# ---- led_blink_ctrl ----
### Where the registers sit, led_blink_ctrl

Scale: 4 px per um.
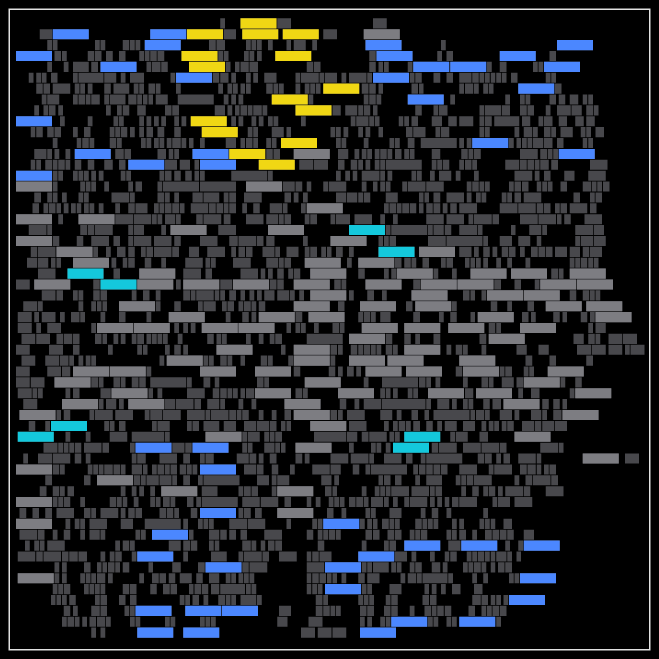

### src/rtl/led_blink_ctrl.sv
// Multi-channel LED controller: a shared prescaler produces the base tick, and each
// channel runs its own OFF/ON/BLINK/ONESHOT engine loaded through a valid/ready port.
module led_blink_ctrl #(
    parameter int CLOCK_FREQ = 24_000_000,
    parameter int TICK_HZ    = 1000,
    parameter int CHANNELS   = 4,
    parameter int PERIOD_W   = 12,
    localparam int CHAN_W    = (CHANNELS > 1) ? $clog2(CHANNELS) : 1
) (
    input  logic                clock,
    input  logic                reset,
    input  logic                cfg_valid,
    output logic                cfg_ready,
    input  logic [CHAN_W-1:0]   cfg_chan,
    input  logic [1:0]          cfg_mode,
    input  logic [PERIOD_W-1:0] cfg_period,
    input  logic [PERIOD_W-1:0] cfg_duty,
    output logic                tick,
    output logic [CHANNELS-1:0] led
);

    localparam int PRESCALE = CLOCK_FREQ / TICK_HZ;
    localparam int PS_W     = (PRESCALE > 1) ? $clog2(PRESCALE) : 1;

    typedef enum logic [1:0] {
        MODE_OFF     = 2'd0,
        MODE_ON      = 2'd1,
        MODE_BLINK   = 2'd2,
        MODE_ONESHOT = 2'd3
    } mode_t;

    function automatic logic [PERIOD_W-1:0] sat_inc(input logic [PERIOD_W-1:0] v);
        return (&v) ? v : v + PERIOD_W'(1);
    endfunction

    // A zero period behaves as a one-tick period so the phase never runs away.
    function automatic logic [PERIOD_W-1:0] blink_next(input logic [PERIOD_W-1:0] phase,
                                                       input logic [PERIOD_W-1:0] period);
        logic [PERIOD_W-1:0] eff;
        eff = (period == '0) ? PERIOD_W'(1) : period;
        return (phase >= eff - PERIOD_W'(1)) ? '0 : phase + PERIOD_W'(1);
    endfunction

    function automatic mode_t load_mode(input logic [1:0] m, input logic [PERIOD_W-1:0] duty);
        if (mode_t'(m) == MODE_ONESHOT && duty == '0)
            return MODE_OFF;
        return mode_t'(m);
    endfunction

    function automatic logic led_fn(input mode_t m, input logic [PERIOD_W-1:0] phase,
                                    input logic [PERIOD_W-1:0] duty);
        logic lit;
        case (m)
            MODE_ON:      lit = 1'b1;
            MODE_BLINK:   lit = (phase < duty);
            MODE_ONESHOT: lit = (phase < duty);
            default:      lit = 1'b0;
        endcase
        return lit;
    endfunction

    logic [PS_W-1:0]     r_presc;
    logic                r_tick;
    logic                r_ready;
    logic [CHANNELS-1:0] r_led;
    logic                w_accept;
    logic [CHANNELS-1:0] w_led_nxt;

    assign w_accept  = cfg_valid && r_ready;
    assign cfg_ready = r_ready;
    assign tick      = r_tick;
    assign led       = r_led;

    always_ff @(posedge clock or posedge reset) begin
        if (reset) begin
            r_presc <= '0;
            r_tick  <= 1'b0;
        end else begin
            r_tick  <= (r_presc == PS_W'(PRESCALE - 1));
            r_presc <= (r_presc == PS_W'(PRESCALE - 1)) ? '0 : r_presc + PS_W'(1);
        end
    end

    // Ready drops for one cycle after every accept, forcing a 2-cycle minimum spacing.
    always_ff @(posedge clock or posedge reset) begin
        if (reset)
            r_ready <= 1'b0;
        else
            r_ready <= !w_accept;
    end

    for (genvar c = 0; c < CHANNELS; c++) begin : g_chan
        mode_t               r_mode;
        logic [PERIOD_W-1:0] r_period;
        logic [PERIOD_W-1:0] r_duty;
        logic [PERIOD_W-1:0] r_phase;
        logic                w_hit;
        logic [PERIOD_W-1:0] w_os_next;

        assign w_hit     = w_accept && (cfg_chan == CHAN_W'(c));
        assign w_os_next = sat_inc(r_phase);

        // A config load takes priority over a coincident tick on this channel.
        always_ff @(posedge clock or posedge reset) begin
            if (reset) begin
                r_mode   <= MODE_OFF;
                r_period <= '0;
                r_duty   <= '0;
                r_phase  <= '0;
            end else if (w_hit) begin
                r_mode   <= load_mode(cfg_mode, cfg_duty);
                r_period <= cfg_period;
                r_duty   <= cfg_duty;
                r_phase  <= '0;
            end else if (r_tick) begin
                case (r_mode)
                    MODE_BLINK: r_phase <= blink_next(r_phase, r_period);
                    MODE_ONESHOT: begin
                        r_phase <= w_os_next;
                        if (w_os_next == r_duty)
                            r_mode <= MODE_OFF;
                    end
                    default: ;
                endcase
            end
        end

        assign w_led_nxt[c] = led_fn(r_mode, r_phase, r_duty);
    end

    always_ff @(posedge clock or posedge reset) begin
        if (reset)
            r_led <= '0;
        else
            r_led <= w_led_nxt;
    end

endmodule

### config.mk
export PLATFORM = sky130hd
export DESIGN_NAME = led_blink_ctrl
export DESIGN_NICKNAME = d
export VERILOG_FILES = /design/src/rtl/led_blink_ctrl.sv
export SDC_FILE = /design/constraint.sdc
export NUM_CORES = 1
export LEC_CHECK = 0
export ABC_AREA = 1
export CAP_MARGIN = 20
export CORE_UTILIZATION = 50
export CTS_CLUSTER_SIZE = 25
export DETAILED_ROUTE_END_ITERATION = 10
export PLACE_DENSITY = 0.67
export SLEW_MARGIN = 20
export SYNTH_ARGS = -nofsm -noshare
export SYNTH_HDL_FRONTEND = slang
export SYNTH_SLANG_ARGS = --single-unit
export TNS_END_PERCENT = 30
### constraint.sdc
create_clock -name clock -period 15.8 [get_ports clock]
set_input_delay 1.58 -clock clock [delete_from_list [all_inputs] [get_ports clock]]
set_output_delay 1.58 -clock clock [all_outputs]
set_load 0.02 [all_outputs]
# ---- cpu_control_fsm ----
==> src/rtl/cpu_control_fsm.sv <==
// Multi-cycle FETCH/DECODE/EXECUTE/WRITEBACK control sequencer with PC and IR ownership.
// Optional feature: define BRANCH_EN to add j (0x06) and beq (0x07).
module cpu_control_fsm #(
  parameter logic [31:0] RESET_PC = 32'h0000_0000,
  parameter logic [31:0] PC_STEP  = 32'd4
) (
  input  logic        CLK,
  input  logic        RESET,
  input  logic [31:0] INSTRUCTION,
  input  logic        IMEM_READY,
  input  logic        ZERO,
  output logic        IMEM_READ,
  output logic [31:0] PC,
  output logic        REG_WRITE_EN,
  output logic [2:0]  ALUOP,
  output logic        IS_ADD,
  output logic        IS_IMMEDIATE,
  output logic [2:0]  DEST,
  output logic [2:0]  SRC1,
  output logic [2:0]  SRC2,
  output logic [7:0]  IMMEDIATE,
  output logic        ILLEGAL,
  output logic        BUSY
);

  localparam int unsigned XLEN = 32;
  localparam int unsigned RW   = 3;
  localparam int unsigned IW   = 8;

  localparam logic [7:0] OP_LOADI = 8'h00;
  localparam logic [7:0] OP_MOV   = 8'h01;
  localparam logic [7:0] OP_ADD   = 8'h02;
  localparam logic [7:0] OP_SUB   = 8'h03;
  localparam logic [7:0] OP_AND   = 8'h04;
  localparam logic [7:0] OP_OR    = 8'h05;
`ifdef BRANCH_EN
  localparam logic [7:0] OP_J     = 8'h06;
  localparam logic [7:0] OP_BEQ   = 8'h07;
`endif

  typedef enum logic [2:0] {
    FETCH     = 3'd0,
    DECODE    = 3'd1,
    EXECUTE   = 3'd2,
    WRITEBACK = 3'd3,
    HALT      = 3'd4
  } state_e;

  state_e          state_q, state_d;
  logic [XLEN-1:0] ir_q, ir_d;
  logic [XLEN-1:0] pc_q, pc_d;
  logic            imem_read_q, imem_read_d;
  logic            reg_write_q, reg_write_d;
  logic            wr_q, wr_d;
  logic [RW-1:0]   aluop_q, aluop_d;
  logic            is_add_q, is_add_d;
  logic            is_imm_q, is_imm_d;
  logic [RW-1:0]   dest_q, dest_d;
  logic [RW-1:0]   src1_q, src1_d;
  logic [RW-1:0]   src2_q, src2_d;
  logic [IW-1:0]   imm_q, imm_d;
  logic            illegal_q, illegal_d;
  logic            busy_q, busy_d;

  logic            dec_legal;
  logic [RW-1:0]   dec_aluop;
  logic            dec_is_add;
  logic            dec_is_imm;
  logic            dec_wr;
  logic [XLEN-1:0] pc_seq;
  logic [XLEN-1:0] pc_next;

  // Opcode decode of the held instruction register.
  always_comb begin
    dec_legal  = 1'b1;
    dec_aluop  = 3'b000;
    dec_is_add = 1'b1;
    dec_is_imm = 1'b0;
    dec_wr     = 1'b1;
    unique case (ir_q[31:24])
      OP_LOADI: dec_is_imm = 1'b1;
      OP_MOV:   dec_aluop  = 3'b000;
      OP_ADD:   dec_aluop  = 3'b001;
      OP_SUB: begin
        dec_aluop  = 3'b001;
        dec_is_add = 1'b0;
      end
      OP_AND:   dec_aluop  = 3'b010;
      OP_OR:    dec_aluop  = 3'b011;
`ifdef BRANCH_EN
      OP_J:     dec_wr     = 1'b0;
      OP_BEQ: begin
        dec_aluop  = 3'b001;
        dec_is_add = 1'b0;
        dec_wr     = 1'b0;
      end
`endif
      default: begin
        dec_legal  = 1'b0;
        dec_is_add = 1'b0;
        dec_wr     = 1'b0;
      end
    endcase
  end

  assign pc_seq = pc_q + PC_STEP;

`ifdef BRANCH_EN
  logic [XLEN-1:0] br_off;
  logic            br_take;
  logic            unused_ir_bits;

  // Word-aligned signed offset relative to the sequential PC.
  assign br_off         = {{(XLEN-10){ir_q[23]}}, ir_q[23:16], 2'b00};
  assign br_take        = (ir_q[31:24] == OP_J) || ((ir_q[31:24] == OP_BEQ) && ZERO);
  assign pc_next        = br_take ? (pc_seq + br_off) : pc_seq;
  assign unused_ir_bits = ^ir_q[15:11];
`else
  logic unused_ir_bits;

  assign pc_next        = pc_seq;
  assign unused_ir_bits = ^{ir_q[23:19], ir_q[15:11], ZERO};
`endif

  always_ff @(posedge CLK or negedge RESET) begin
    if (!RESET) begin
      state_q     <= FETCH;
      ir_q        <= '0;
      pc_q        <= RESET_PC;
      imem_read_q <= 1'b0;
      reg_write_q <= 1'b0;
      wr_q        <= 1'b0;
      aluop_q     <= '0;
      is_add_q    <= 1'b0;
      is_imm_q    <= 1'b0;
      dest_q      <= '0;
      src1_q      <= '0;
      src2_q      <= '0;
      imm_q       <= '0;
      illegal_q   <= 1'b0;
      busy_q      <= 1'b0;
    end else begin
      state_q     <= state_d;
      ir_q        <= ir_d;
      pc_q        <= pc_d;
      imem_read_q <= imem_read_d;
      reg_write_q <= reg_write_d;
      wr_q        <= wr_d;
      aluop_q     <= aluop_d;
      is_add_q    <= is_add_d;
      is_imm_q    <= is_imm_d;
      dest_q      <= dest_d;
      src1_q      <= src1_d;
      src2_q      <= src2_d;
      imm_q       <= imm_d;
      illegal_q   <= illegal_d;
      busy_q      <= busy_d;
    end
  end

  // Next state; capture is gated by the registered fetch request so the first
  // edge after reset release never captures.
  always_comb begin
    state_d     = state_q;
    ir_d        = ir_q;
    pc_d        = pc_q;
    reg_write_d = 1'b0;
    wr_d        = wr_q;
    aluop_d     = aluop_q;
    is_add_d    = is_add_q;
    is_imm_d    = is_imm_q;
    dest_d      = dest_q;
    src1_d      = src1_q;
    src2_d      = src2_q;
    imm_d       = imm_q;
    illegal_d   = illegal_q;
    unique case (state_q)
      FETCH: begin
        if (imem_read_q && IMEM_READY) begin
          ir_d    = INSTRUCTION;
          state_d = DECODE;
        end
      end
      DECODE: begin
        dest_d   = ir_q[18:16];
        src1_d   = ir_q[10:8];
        src2_d   = ir_q[2:0];
        imm_d    = ir_q[7:0];
        aluop_d  = dec_aluop;
        is_add_d = dec_is_add;
        is_imm_d = dec_is_imm;
        wr_d     = dec_wr;
        if (dec_legal) begin
          state_d = EXECUTE;
        end else begin
          illegal_d = 1'b1;
          state_d   = HALT;
        end
      end
      EXECUTE: begin
        reg_write_d = wr_q;
        state_d     = WRITEBACK;
      end
      WRITEBACK: begin
        pc_d    = pc_next;
        state_d = FETCH;
      end
      HALT: state_d = HALT;
      default: state_d = FETCH;
    endcase
    imem_read_d = (state_d == FETCH);
    busy_d      = (state_d == DECODE) || (state_d == EXECUTE) || (state_d == WRITEBACK);
  end

  assign IMEM_READ    = imem_read_q;
  assign PC           = pc_q;
  assign REG_WRITE_EN = reg_write_q;
  assign ALUOP        = aluop_q;
  assign IS_ADD       = is_add_q;
  assign IS_IMMEDIATE = is_imm_q;
  assign DEST         = dest_q;
  assign SRC1         = src1_q;
  assign SRC2         = src2_q;
  assign IMMEDIATE    = imm_q;
  assign ILLEGAL      = illegal_q;
  assign BUSY         = busy_q;

endmodule

==> config.mk <==
export PLATFORM = sky130hd
export DESIGN_NAME = cpu_control_fsm
export DESIGN_NICKNAME = d
export VERILOG_FILES = /design/src/rtl/cpu_control_fsm.sv
export SDC_FILE = /design/constraint.sdc
export NUM_CORES = 1
export LEC_CHECK = 0
export CAP_MARGIN = 15
export CORE_MARGIN = 2
export CORE_UTILIZATION = 33
export CTS_CLUSTER_DIAMETER = 120
export DETAILED_ROUTE_END_ITERATION = 8
export PLACE_DENSITY = 0.68
export SETUP_SLACK_MARGIN = 0.05
export SLEW_MARGIN = 15
export SYNTH_ARGS = -nofsm -noshare
export SYNTH_HDL_FRONTEND = slang
export SYNTH_SLANG_ARGS = --single-unit
==> constraint.sdc <==
create_clock -name CLK -period 1.9 [get_ports CLK]
set_clock_uncertainty 0.1 [all_clocks]
set_input_delay 0.475 -clock CLK [delete_from_list [all_inputs] [get_ports CLK]]
set_output_delay 0.475 -clock CLK [all_outputs]
set_load 0.005 [all_outputs]
# ---- seg7_multi_to_bin ----
**src/rtl/seg7_pkg.sv**
```systemverilog
`default_nettype none
// ============================================================================
// Module   : seg7_pkg
// Purpose  : Shared constants and types for the multi-digit 7-segment to
//            binary converter: segment patterns ({a,b,c,d,e,f,g}) for the
//            decimal digits and the converter state encoding.
// Revision : 1.0  initial release
// ============================================================================
package seg7_pkg;

  // Segment order is {a,b,c,d,e,f,g}, bit 6 = a.
  localparam logic [6:0] SEG_0  = 7'b1111110;
  localparam logic [6:0] SEG_1  = 7'b0110000;
  localparam logic [6:0] SEG_2  = 7'b1101101;
  localparam logic [6:0] SEG_3  = 7'b1111001;
  localparam logic [6:0] SEG_4  = 7'b0110011;
  localparam logic [6:0] SEG_5  = 7'b1011011;
  localparam logic [6:0] SEG_6  = 7'b1011111;
  localparam logic [6:0] SEG_7  = 7'b1110010;
  localparam logic [6:0] SEG_7B = 7'b1110000;
  localparam logic [6:0] SEG_8  = 7'b1111111;
  localparam logic [6:0] SEG_9  = 7'b1111011;
  localparam logic [6:0] SEG_9B = 7'b1110011;

  typedef enum logic [1:0] {
    IDLE = 2'd0,
    CONV = 2'd1,
    DONE = 2'd2
  } state_t;

endpackage : seg7_pkg
`default_nettype wire

```
**src/rtl/seg7_digit_decode.sv**
```systemverilog
`default_nettype none
// ============================================================================
// Module   : seg7_digit_decode
// Purpose  : Combinational decode of one 7-segment pattern to a BCD digit.
//            Unknown patterns report o_hit=0 and o_digit=0.
// Ports    : i_seg   [6:0]  segment pattern {a,b,c,d,e,f,g}
//            o_hit          pattern found in the decode table
//            o_digit [3:0]  decoded digit (0 when o_hit=0)
// Revision : 1.0  initial release
// ============================================================================
module seg7_digit_decode
  import seg7_pkg::*;
(
  input  logic [6:0] i_seg,
  output logic       o_hit,
  output logic [3:0] o_digit
);

  always_comb begin
    o_hit   = 1'b1;
    o_digit = 4'd0;
    case (i_seg)
      SEG_0:          o_digit = 4'd0;
      SEG_1:          o_digit = 4'd1;
      SEG_2:          o_digit = 4'd2;
      SEG_3:          o_digit = 4'd3;
      SEG_4:          o_digit = 4'd4;
      SEG_5:          o_digit = 4'd5;
      SEG_6:          o_digit = 4'd6;
      SEG_7, SEG_7B:  o_digit = 4'd7;
      SEG_8:          o_digit = 4'd8;
      SEG_9, SEG_9B:  o_digit = 4'd9;
      default: begin
        o_hit   = 1'b0;
        o_digit = 4'd0;
      end
    endcase
  end

endmodule : seg7_digit_decode
`default_nettype wire

```
**src/rtl/seg7_multi_to_bin.sv**
```systemverilog
`default_nettype none
// ============================================================================
// Module   : seg7_multi_to_bin
// Purpose  : Serially converts DIGITS captured 7-segment patterns into one
//            binary value (acc = acc*10 + digit, one digit per clock), with
//            valid/ready handshakes on both sides. Flags unknown patterns
//            (err) and results that do not fit in OUT_W bits (ovf).
// Config   : SEG7_MULTI_NEG_EN - when defined, dp of the most significant
//            digit is a minus sign and the result is two's complement.
// Ports    : clk, rst (async, active-high)
//            in_valid/in_ready         input handshake
//            seg_in [8*DIGITS-1:0]     digit i at [8i+7:8i], MSB digit on top
//            out_valid/out_ready       output handshake
//            dec_out [OUT_W-1:0], err, ovf   result, held while out_valid
// Revision : 1.0  initial release
// ============================================================================
module seg7_multi_to_bin
  import seg7_pkg::*;
#(
  parameter int DIGITS = 4,
  parameter int OUT_W  = 32
) (
  input  logic                  clk,
  input  logic                  rst,
  input  logic                  in_valid,
  output logic                  in_ready,
  input  logic [8*DIGITS-1:0]   seg_in,
  output logic                  out_valid,
  input  logic                  out_ready,
  output logic [OUT_W-1:0]      dec_out,
  output logic                  err,
  output logic                  ovf
);

  localparam int CNT_W = $clog2(DIGITS + 1);
  localparam int SR_W  = 8 * DIGITS;
  localparam int STP_W = OUT_W + 4;

  state_t              r_state;
  state_t              w_state_nxt;
  logic [SR_W-1:0]     r_shift;
  logic [CNT_W-1:0]    r_cnt;
  logic [OUT_W-1:0]    r_acc;
  logic [OUT_W-1:0]    r_dec;
  logic                r_err;
  logic                r_ovf;

  logic                w_hit;
  logic [3:0]          w_digit;
  logic [STP_W-1:0]    w_step;
  logic [OUT_W-1:0]    w_acc_nxt;
  logic                w_carry;
  logic                w_last;
  logic [OUT_W-1:0]    w_result;
  logic                w_sign_ovf;

  // The most significant remaining digit always sits in the top byte.
  seg7_digit_decode u_dec (
    .i_seg   (r_shift[SR_W-2 -: 7]),
    .o_hit   (w_hit),
    .o_digit (w_digit)
  );

  // Extra 4 bits catch any carry out of OUT_W (10 < 16).
  assign w_step    = ({4'b0000, r_acc} * STP_W'(10)) + STP_W'(w_digit);
  assign w_acc_nxt = w_step[OUT_W-1:0];
  assign w_carry   = |w_step[STP_W-1:OUT_W];
  assign w_last    = (r_cnt == CNT_W'(1));

`ifdef SEG7_MULTI_NEG_EN
  localparam logic [OUT_W-1:0] c_HALF = {1'b1, {(OUT_W-1){1'b0}}};
  logic r_neg;

  // Magnitude 2**(OUT_W-1) is representable only as a negative value.
  assign w_sign_ovf = (w_acc_nxt > c_HALF) || ((w_acc_nxt == c_HALF) && !r_neg);
  assign w_result   = r_neg ? (~w_acc_nxt + OUT_W'(1)) : w_acc_nxt;

  always_ff @(posedge clk or posedge rst) begin
    if (rst) begin
      r_neg <= 1'b0;
    end else if ((r_state == IDLE) && in_valid) begin
      r_neg <= seg_in[SR_W-1];
    end
  end
`else
  assign w_sign_ovf = 1'b0;
  assign w_result   = w_acc_nxt;
`endif

  // State register
  always_ff @(posedge clk or posedge rst) begin
    if (rst) begin
      r_state <= IDLE;
    end else begin
      r_state <= w_state_nxt;
    end
  end

  // Next state and handshake outputs
  always_comb begin
    w_state_nxt = r_state;
    in_ready    = 1'b0;
    out_valid   = 1'b0;
    case (r_state)
      IDLE: begin
        in_ready = 1'b1;
        if (in_valid) w_state_nxt = CONV;
      end
      CONV: begin
        if (w_last) w_state_nxt = DONE;
      end
      DONE: begin
        out_valid = 1'b1;
        if (out_ready) w_state_nxt = IDLE;
      end
      default: w_state_nxt = IDLE;
    endcase
  end

  // Datapath
  always_ff @(posedge clk or posedge rst) begin
    if (rst) begin
      r_shift <= '0;
      r_cnt   <= '0;
      r_acc   <= '0;
      r_dec   <= '0;
      r_err   <= 1'b0;
      r_ovf   <= 1'b0;
    end else begin
      case (r_state)
        IDLE: begin
          if (in_valid) begin
            r_shift <= seg_in;
            r_cnt   <= CNT_W'(DIGITS);
            r_acc   <= '0;
            r_err   <= 1'b0;
            r_ovf   <= 1'b0;
          end
        end
        CONV: begin
          r_acc   <= w_acc_nxt;
          r_shift <= r_shift << 8;
          r_cnt   <= r_cnt - CNT_W'(1);
          r_err   <= r_err | ~w_hit;
          if (w_last) begin
            r_dec <= w_result;
            r_ovf <= r_ovf | w_carry | w_sign_ovf;
          end else begin
            r_ovf <= r_ovf | w_carry;
          end
        end
        default: ;
      endcase
    end
  end

  assign dec_out = r_dec;
  assign err     = r_err;
  assign ovf     = r_ovf;

endmodule : seg7_multi_to_bin
`default_nettype wire

```
**config.mk**
```make
export PLATFORM = sky130hd
export DESIGN_NAME = seg7_multi_to_bin
export DESIGN_NICKNAME = d
export VERILOG_FILES = /design/src/rtl/seg7_pkg.sv /design/src/rtl/seg7_digit_decode.sv /design/src/rtl/seg7_multi_to_bin.sv
export SDC_FILE = /design/constraint.sdc
export NUM_CORES = 1
export LEC_CHECK = 0
export ABC_AREA = 1
export CAP_MARGIN = 15
export CORE_ASPECT_RATIO = 1.5
export CORE_UTILIZATION = 55
export CTS_CLUSTER_SIZE = 24
export DETAILED_ROUTE_END_ITERATION = 6
export PLACE_DENSITY = 0.83
export SYNTH_ARGS = -nofsm -noshare
export SYNTH_HDL_FRONTEND = slang
export SYNTH_SLANG_ARGS = --single-unit
```
**constraint.sdc**
```tcl
create_clock -name clk -period 7.23 [get_ports clk]
set_input_delay 0.723 -clock clk [delete_from_list [all_inputs] [get_ports clk]]
set_output_delay 0.723 -clock clk [all_outputs]
set_load 0.005 [all_outputs]
```
### Signal wires by layer, led_blink_ctrl

Scale: 2 px per um. Two of the layers only.
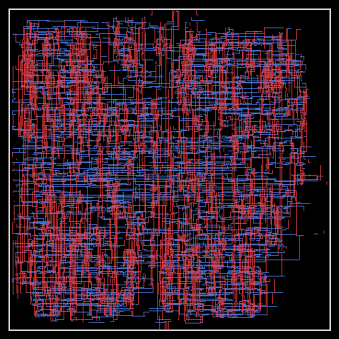
- red: met2 (wire length 16000 um)
- blue: met1 (wire length 15100 um)

## Picture notes: 'Where the registers sit' of led_blink_ctrl
- blue: g_chan.r_phase (flops 48; where widely spread)
- yellow: r_presc (flops 15; where north)
- cyan: g_chan.r_mode (flops 8)

==> flow_summary.rst, led_blink_ctrl <==
Synthesis and place-and-route
=============================

.. list-table::
   :header-rows: 1

   * - Metric
     - Value
   * - Non-clock buffer share of cell area
     - between 3 and 4%
   * - H-tree lvl count
     - 4
   * - Pre-antenna DRT Iters
     - 7
   * - Number of vias after detailed routing
     - about 11000
   * - Insertion Delay late pin
     - about 0.44 ns
   * - Number of cell instances after yosys synthesis
     - 1739
   * - Layout multi-input combinational cell count
     - 1322
   * - Routed length on met1
     - around 15 mm
   * - Top-count cell post-synth
     - nand2_1
   * - Post-Route Utilization
     - between 50% and 60%
   * - Synth Area in Compound Gates
     - 11.25%
   * - Placed wire-length estimate after detailed placement
     - ~25 mm
   * - Count of input and output buffers
     - 36
   * - GRT met1 Usage
     - a little under two fifths
   * - Antenna-violating nets left
     - 0
   * - Startpoint types
     - input pin
   * - Clock skew after layout
     - roughly 0.012 ns
   * - Area overhead of the layout relative to synthesis
     - 9.746%
   * - Adder share
     - just over 10%
   * - Number of buffers created by CTS
     - 17
   * - Seq share, synth
     - about a third
   * - Worst reg2reg setup slack
     - between 10 and 15 ns
   * - Met3 WL post-DR
     - between 2 and 2.5 mm
   * - Top logic cell family in the synthesized netlist
     - simple AND/OR/NAND/NOR gates
   * - Top layer reached by signal wires
     - met4
   * - Routed wire per std cell
     - ~16 um
   * - Net count reported at finish
     - ~1900
   * - Total number of cells along the worst setup path
     - 9
   * - Relative slew margins
     - just over 30%
   * - Overall die height
     - approximately 160 um
   * - Number of register bits inferred by synthesis
     - 173
   * - Count of final setup violators
     - 0
   * - Number of post-CTS setup repair buffers
     - 0
   * - Outcome
     - finished clean
   * - Xor/xnor share
     - 4.727%
   * - Tool warnings
     - 26
## led_blink_ctrl: cell usage in the layout, fill, tap and decap left out, types with 19 or more instances in the layout
master,synthesis,layout
o21ai_0,180,179
xor2_1,43,43
dfrtp_1,173,173
xnor2_1,19,19
nand4_1,23,23
nor2_1,120,120
a21oi_1,55,55
nand3_1,167,167
inv_1,200,199
clkdlybuf4s50_1,0,36
nand2_1,505,505
ha_1,101,101
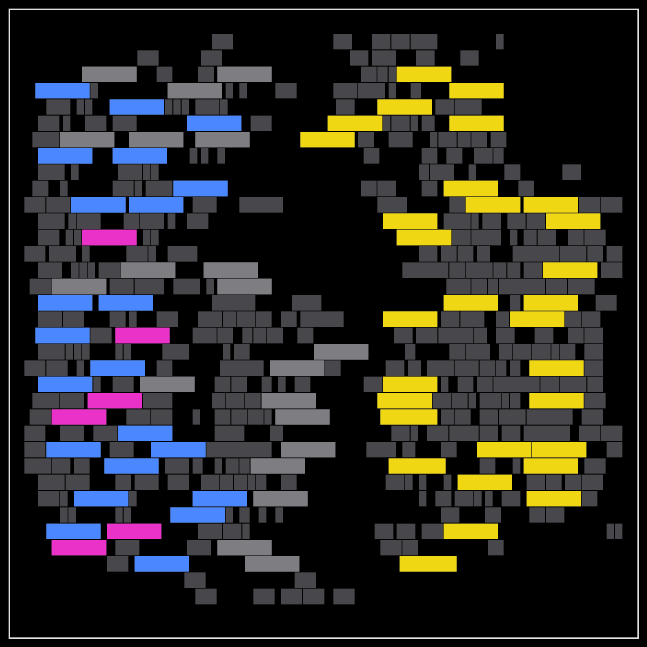
*Where the registers sit, cpu_control_fsm*
Scale: 6 px per um.
- magenta: IMMEDIATE (flops 6)
- blue: ir_q (flops 22)
- yellow: PC (flops 30)

### Placement by cell class, cpu_control_fsm

Scale: 3 px per um.
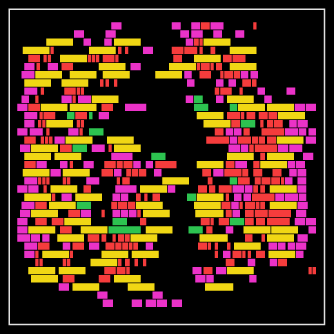
- red: all other logic (cells 196)
- magenta: other buffers and delay cells (cells 140)
- green: clock drivers and dummy loads (cells 16)
- yellow: flip-flops (cells 78)

==> flow_summary.rst, cpu_control_fsm <==
Synthesis and place-and-route
=============================

.. list-table::
   :header-rows: 1

   * - Metric
     - Value
   * - Outcome
     - finished clean
   * - Average size of a mapped cell
     - roughly 11 sq um
   * - Top layer reached by signal wires
     - met4
   * - Number of vias after detailed routing
     - approximately 2600
   * - Register area
     - between 1500 and 2000 sq um
   * - Gr ovfl total
     - 0
   * - Grt peak-use layer
     - met2
   * - Clock tree from TritonCTS
     - built
   * - Remaining DRCs
     - 0
   * - Net count reported at finish
     - about 460
   * - Crit path time final
     - between 1.5 and 2 ns
   * - Standard cell core area
     - 9774 sq um
   * - Kind of cell with the highest combined delay on the critical path
     - buffers and inverters
   * - Maximum fanout along the worst path
     - 3
   * - Share of final-layout standard cells stronger than drive strength 1
     - between 20% and 30%
   * - Clock buffer depth
     - 2
   * - CTS root buffer
     - clkbuf_8
   * - Combinational gate area
     - between 1000 and 1500 sq um
   * - Number of clock sinks
     - around 78
   * - Met2 global-route usage
     - 23.16%
   * - Bufs and invs on worst path
     - 1
   * - Slowest stage cell, crit path
     - clkdlybuf4s50_1
   * - Count of final setup violators
     - 0
   * - I/O pin count
     - 94
   * - Resized cells post-CTS
     - 27
   * - Non-clock buffer count in the final layout
     - approximately 140
   * - Warnings, synthesis
     - 0
   * - MUX area fraction
     - 7.762%
   * - Non-clock inverter total of the final layout
     - 5
   * - Path depth of the worst reg2reg path
     - 5
   * - Synth top area share
     - 58.49%
   * - Total routing resource utilization after global routing
     - 14.22%
   * - Insertion Delay late pin
     - 0.35 ns
   * - Area leader, netlist
     - dfrtp_1
   * - Setup ws final
     - roughly 0.066 ns
   * - Most common logic cells in the final layout
     - dfrtp_1, nand2_1, buf_4
   * - Number of max-cap violations
     - 0
   * - Number of register bits inferred by synthesis
     - around 78
==> cpu_control_fsm: Yosys cell counts, drive strengths merged <==
library cell  instances
a21o                  1
nand2b                2
or4                   2
nor2                  8
o21bai                1
mux2                 23
nand4                 6
inv                   5
or3                   3
a211o                 1
ha                    1
xor2                 21
conb                  1
nand2                62
and2                  3
nand3                 9
nand3b                2
o21ai                 5
nor3b                 1
a21oi                 1
xnor2                 9
and4b                 1
dfrtp                78
buf                  11
a31oi                 1
o41ai                 1
or2                   1
and3                  5
nor3                  4
clkbuf                8
or2b                  1
and4                  2
nor4                 11
### Placement by cell class, seg7_multi_to_bin

Scale: 2 px per um.
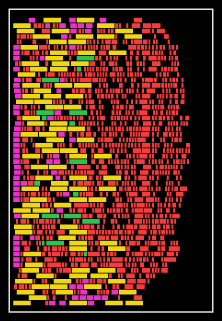
- green: clock drivers and dummy loads (cells 16)
- yellow: flip-flops (cells 99)
- magenta: other buffers and delay cells (cells 73)
- red: all other logic (cells 1059)

### Signal wires by layer, seg7_multi_to_bin

Scale: 2 px per um. Two of the layers only.
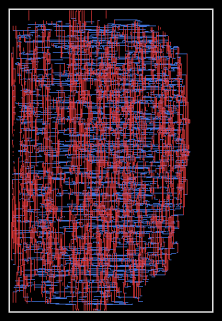
- red: met2 (wire length 10800 um)
- blue: met1 (wire length 8330 um)

==> flow_summary.rst, seg7_multi_to_bin <==
Synthesis and place-and-route
=============================

.. list-table::
   :header-rows: 1

   * - Metric
     - Value
   * - Clock skew after layout
     - between 0.01 and 0.015 ns
   * - DP Worst Slack
     - roughly 3.6 ns
   * - Placed Area
     - approximately 8900 sq um
   * - Met2 wire length
     - between 10 and 15 mm
   * - Number of max-cap violations
     - 0
   * - MUX area fraction
     - 0%
   * - Grt peak-use layer
     - met2
   * - Setup ws final
     - 3.477 ns
   * - Routed length on met1
     - approximately 8.3 mm
   * - Minimum hold slack
     - ~0.48 ns
   * - Startpoint types
     - register
   * - Kind of cell with the highest combined delay on the critical path
     - simple AND/OR/NAND/NOR gates
   * - Clock tree from TritonCTS
     - built
   * - Post-route setup TNS
     - 0 ns
   * - Maximum number of pins on one net before global-route repair
     - between 60 and 70
   * - Number of cell instances after yosys synthesis
     - about 1200
   * - Resized cells post-CTS
     - 0
   * - Total routing resource utilization after global routing
     - between 20% and 30%
   * - Worst reg2reg path startpoint
     - r_shift[28]$_DFFE_PP0P_
   * - Slowest stage cell, crit path
     - dfrtp_1
   * - Non-clock inverter total of the final layout
     - ~180
   * - Path depth of the worst reg2reg path
     - 24
   * - Number of buffers created by CTS
     - 9
   * - Area leader, netlist
     - dfrtp_1
   * - Adder share
     - a little over a tenth
   * - Relative slew margins
     - 44.08%
   * - Met3 WL post-DR
     - approximately 940 um
   * - Fmax
     - around 270 MHz
   * - Placed wire-length estimate after detailed placement
     - approximately 17 mm
   * - Dominant register cell in the synthesized netlist
     - dfrtp_1
   * - Fraction of registers with async set or reset after synthesis
     - 100.0%
   * - Bufs and invs on worst path
     - 4
   * - Leading cell kind
     - multi-input combinational cells
   * - CTS root buffer
     - clkbuf_16
   * - Number of clock sinks
     - 99
   * - Share of final-layout standard cells stronger than drive strength 1
     - under 10%
   * - Outcome
     - finished clean
   * - Initial antenna violation count
     - 0
   * - Total of clock buffers placed in the layout
     - 9
-- seg7_multi_to_bin: layout by cell type (no fill, tap or decap), types with 11 or more instances in the layout --
cell	n
o221ai_1	17
dfrtp_1	99
nand4_1	19
clkdlybuf4s50_1	67
nor2_1	79
inv_1	168
ha_1	65
nand2_1	410
o21ai_0	61
nand3_1	60
inv_2	14
nor3_1	11
xor2_1	20
nand2_2	30
a21oi_1	21
-- seg7_multi_to_bin: sequential cells by signal (all words and copies together), names as in the netlist --
signal   count
ovf          1
err          1
r_cnt        3
r_shift     28
dec_out     32
r_acc       32
r_state      2

==> gallery <==
Signal wires on met3.
picture 1
Scale: 4 px per um.
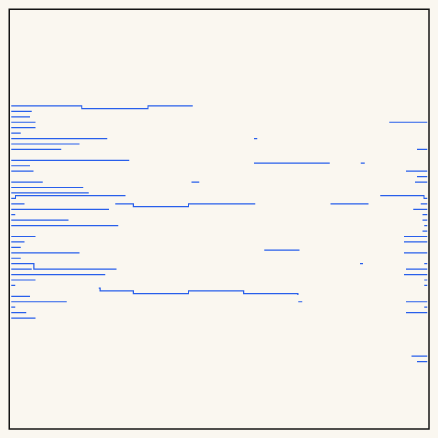
picture 2
Scale: 2 px per um.
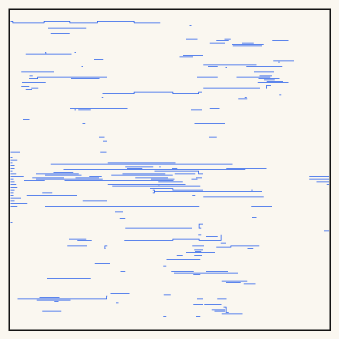
picture 3
Scale: 2 px per um.
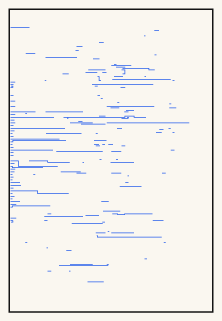
- cpu_control_fsm = picture 1
- seg7_multi_to_bin = picture 3
- led_blink_ctrl = picture 2

Key to picture 1:
- main direction: horizontal
- share of all routed wire: 8.2%
- nets with wire on the layer: 65



## Gallery

Cell outlines without signal wires.
(a)
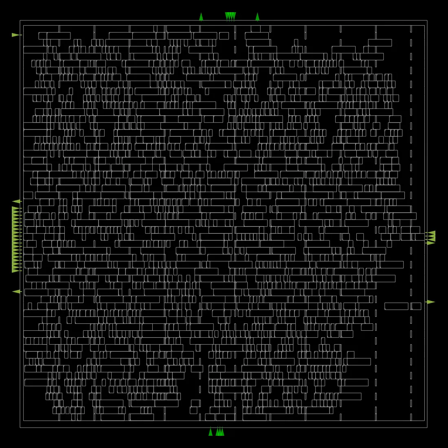
(b)
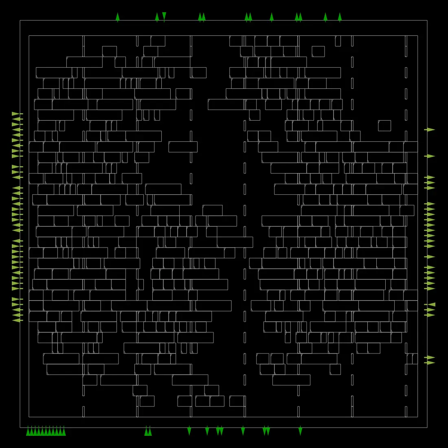
(c)
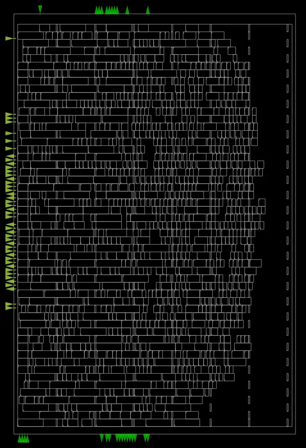
- fewest cells: (b)
- highest utilization: (c)
(b): cpu_control_fsm
(a): led_blink_ctrl
(c): seg7_multi_to_bin

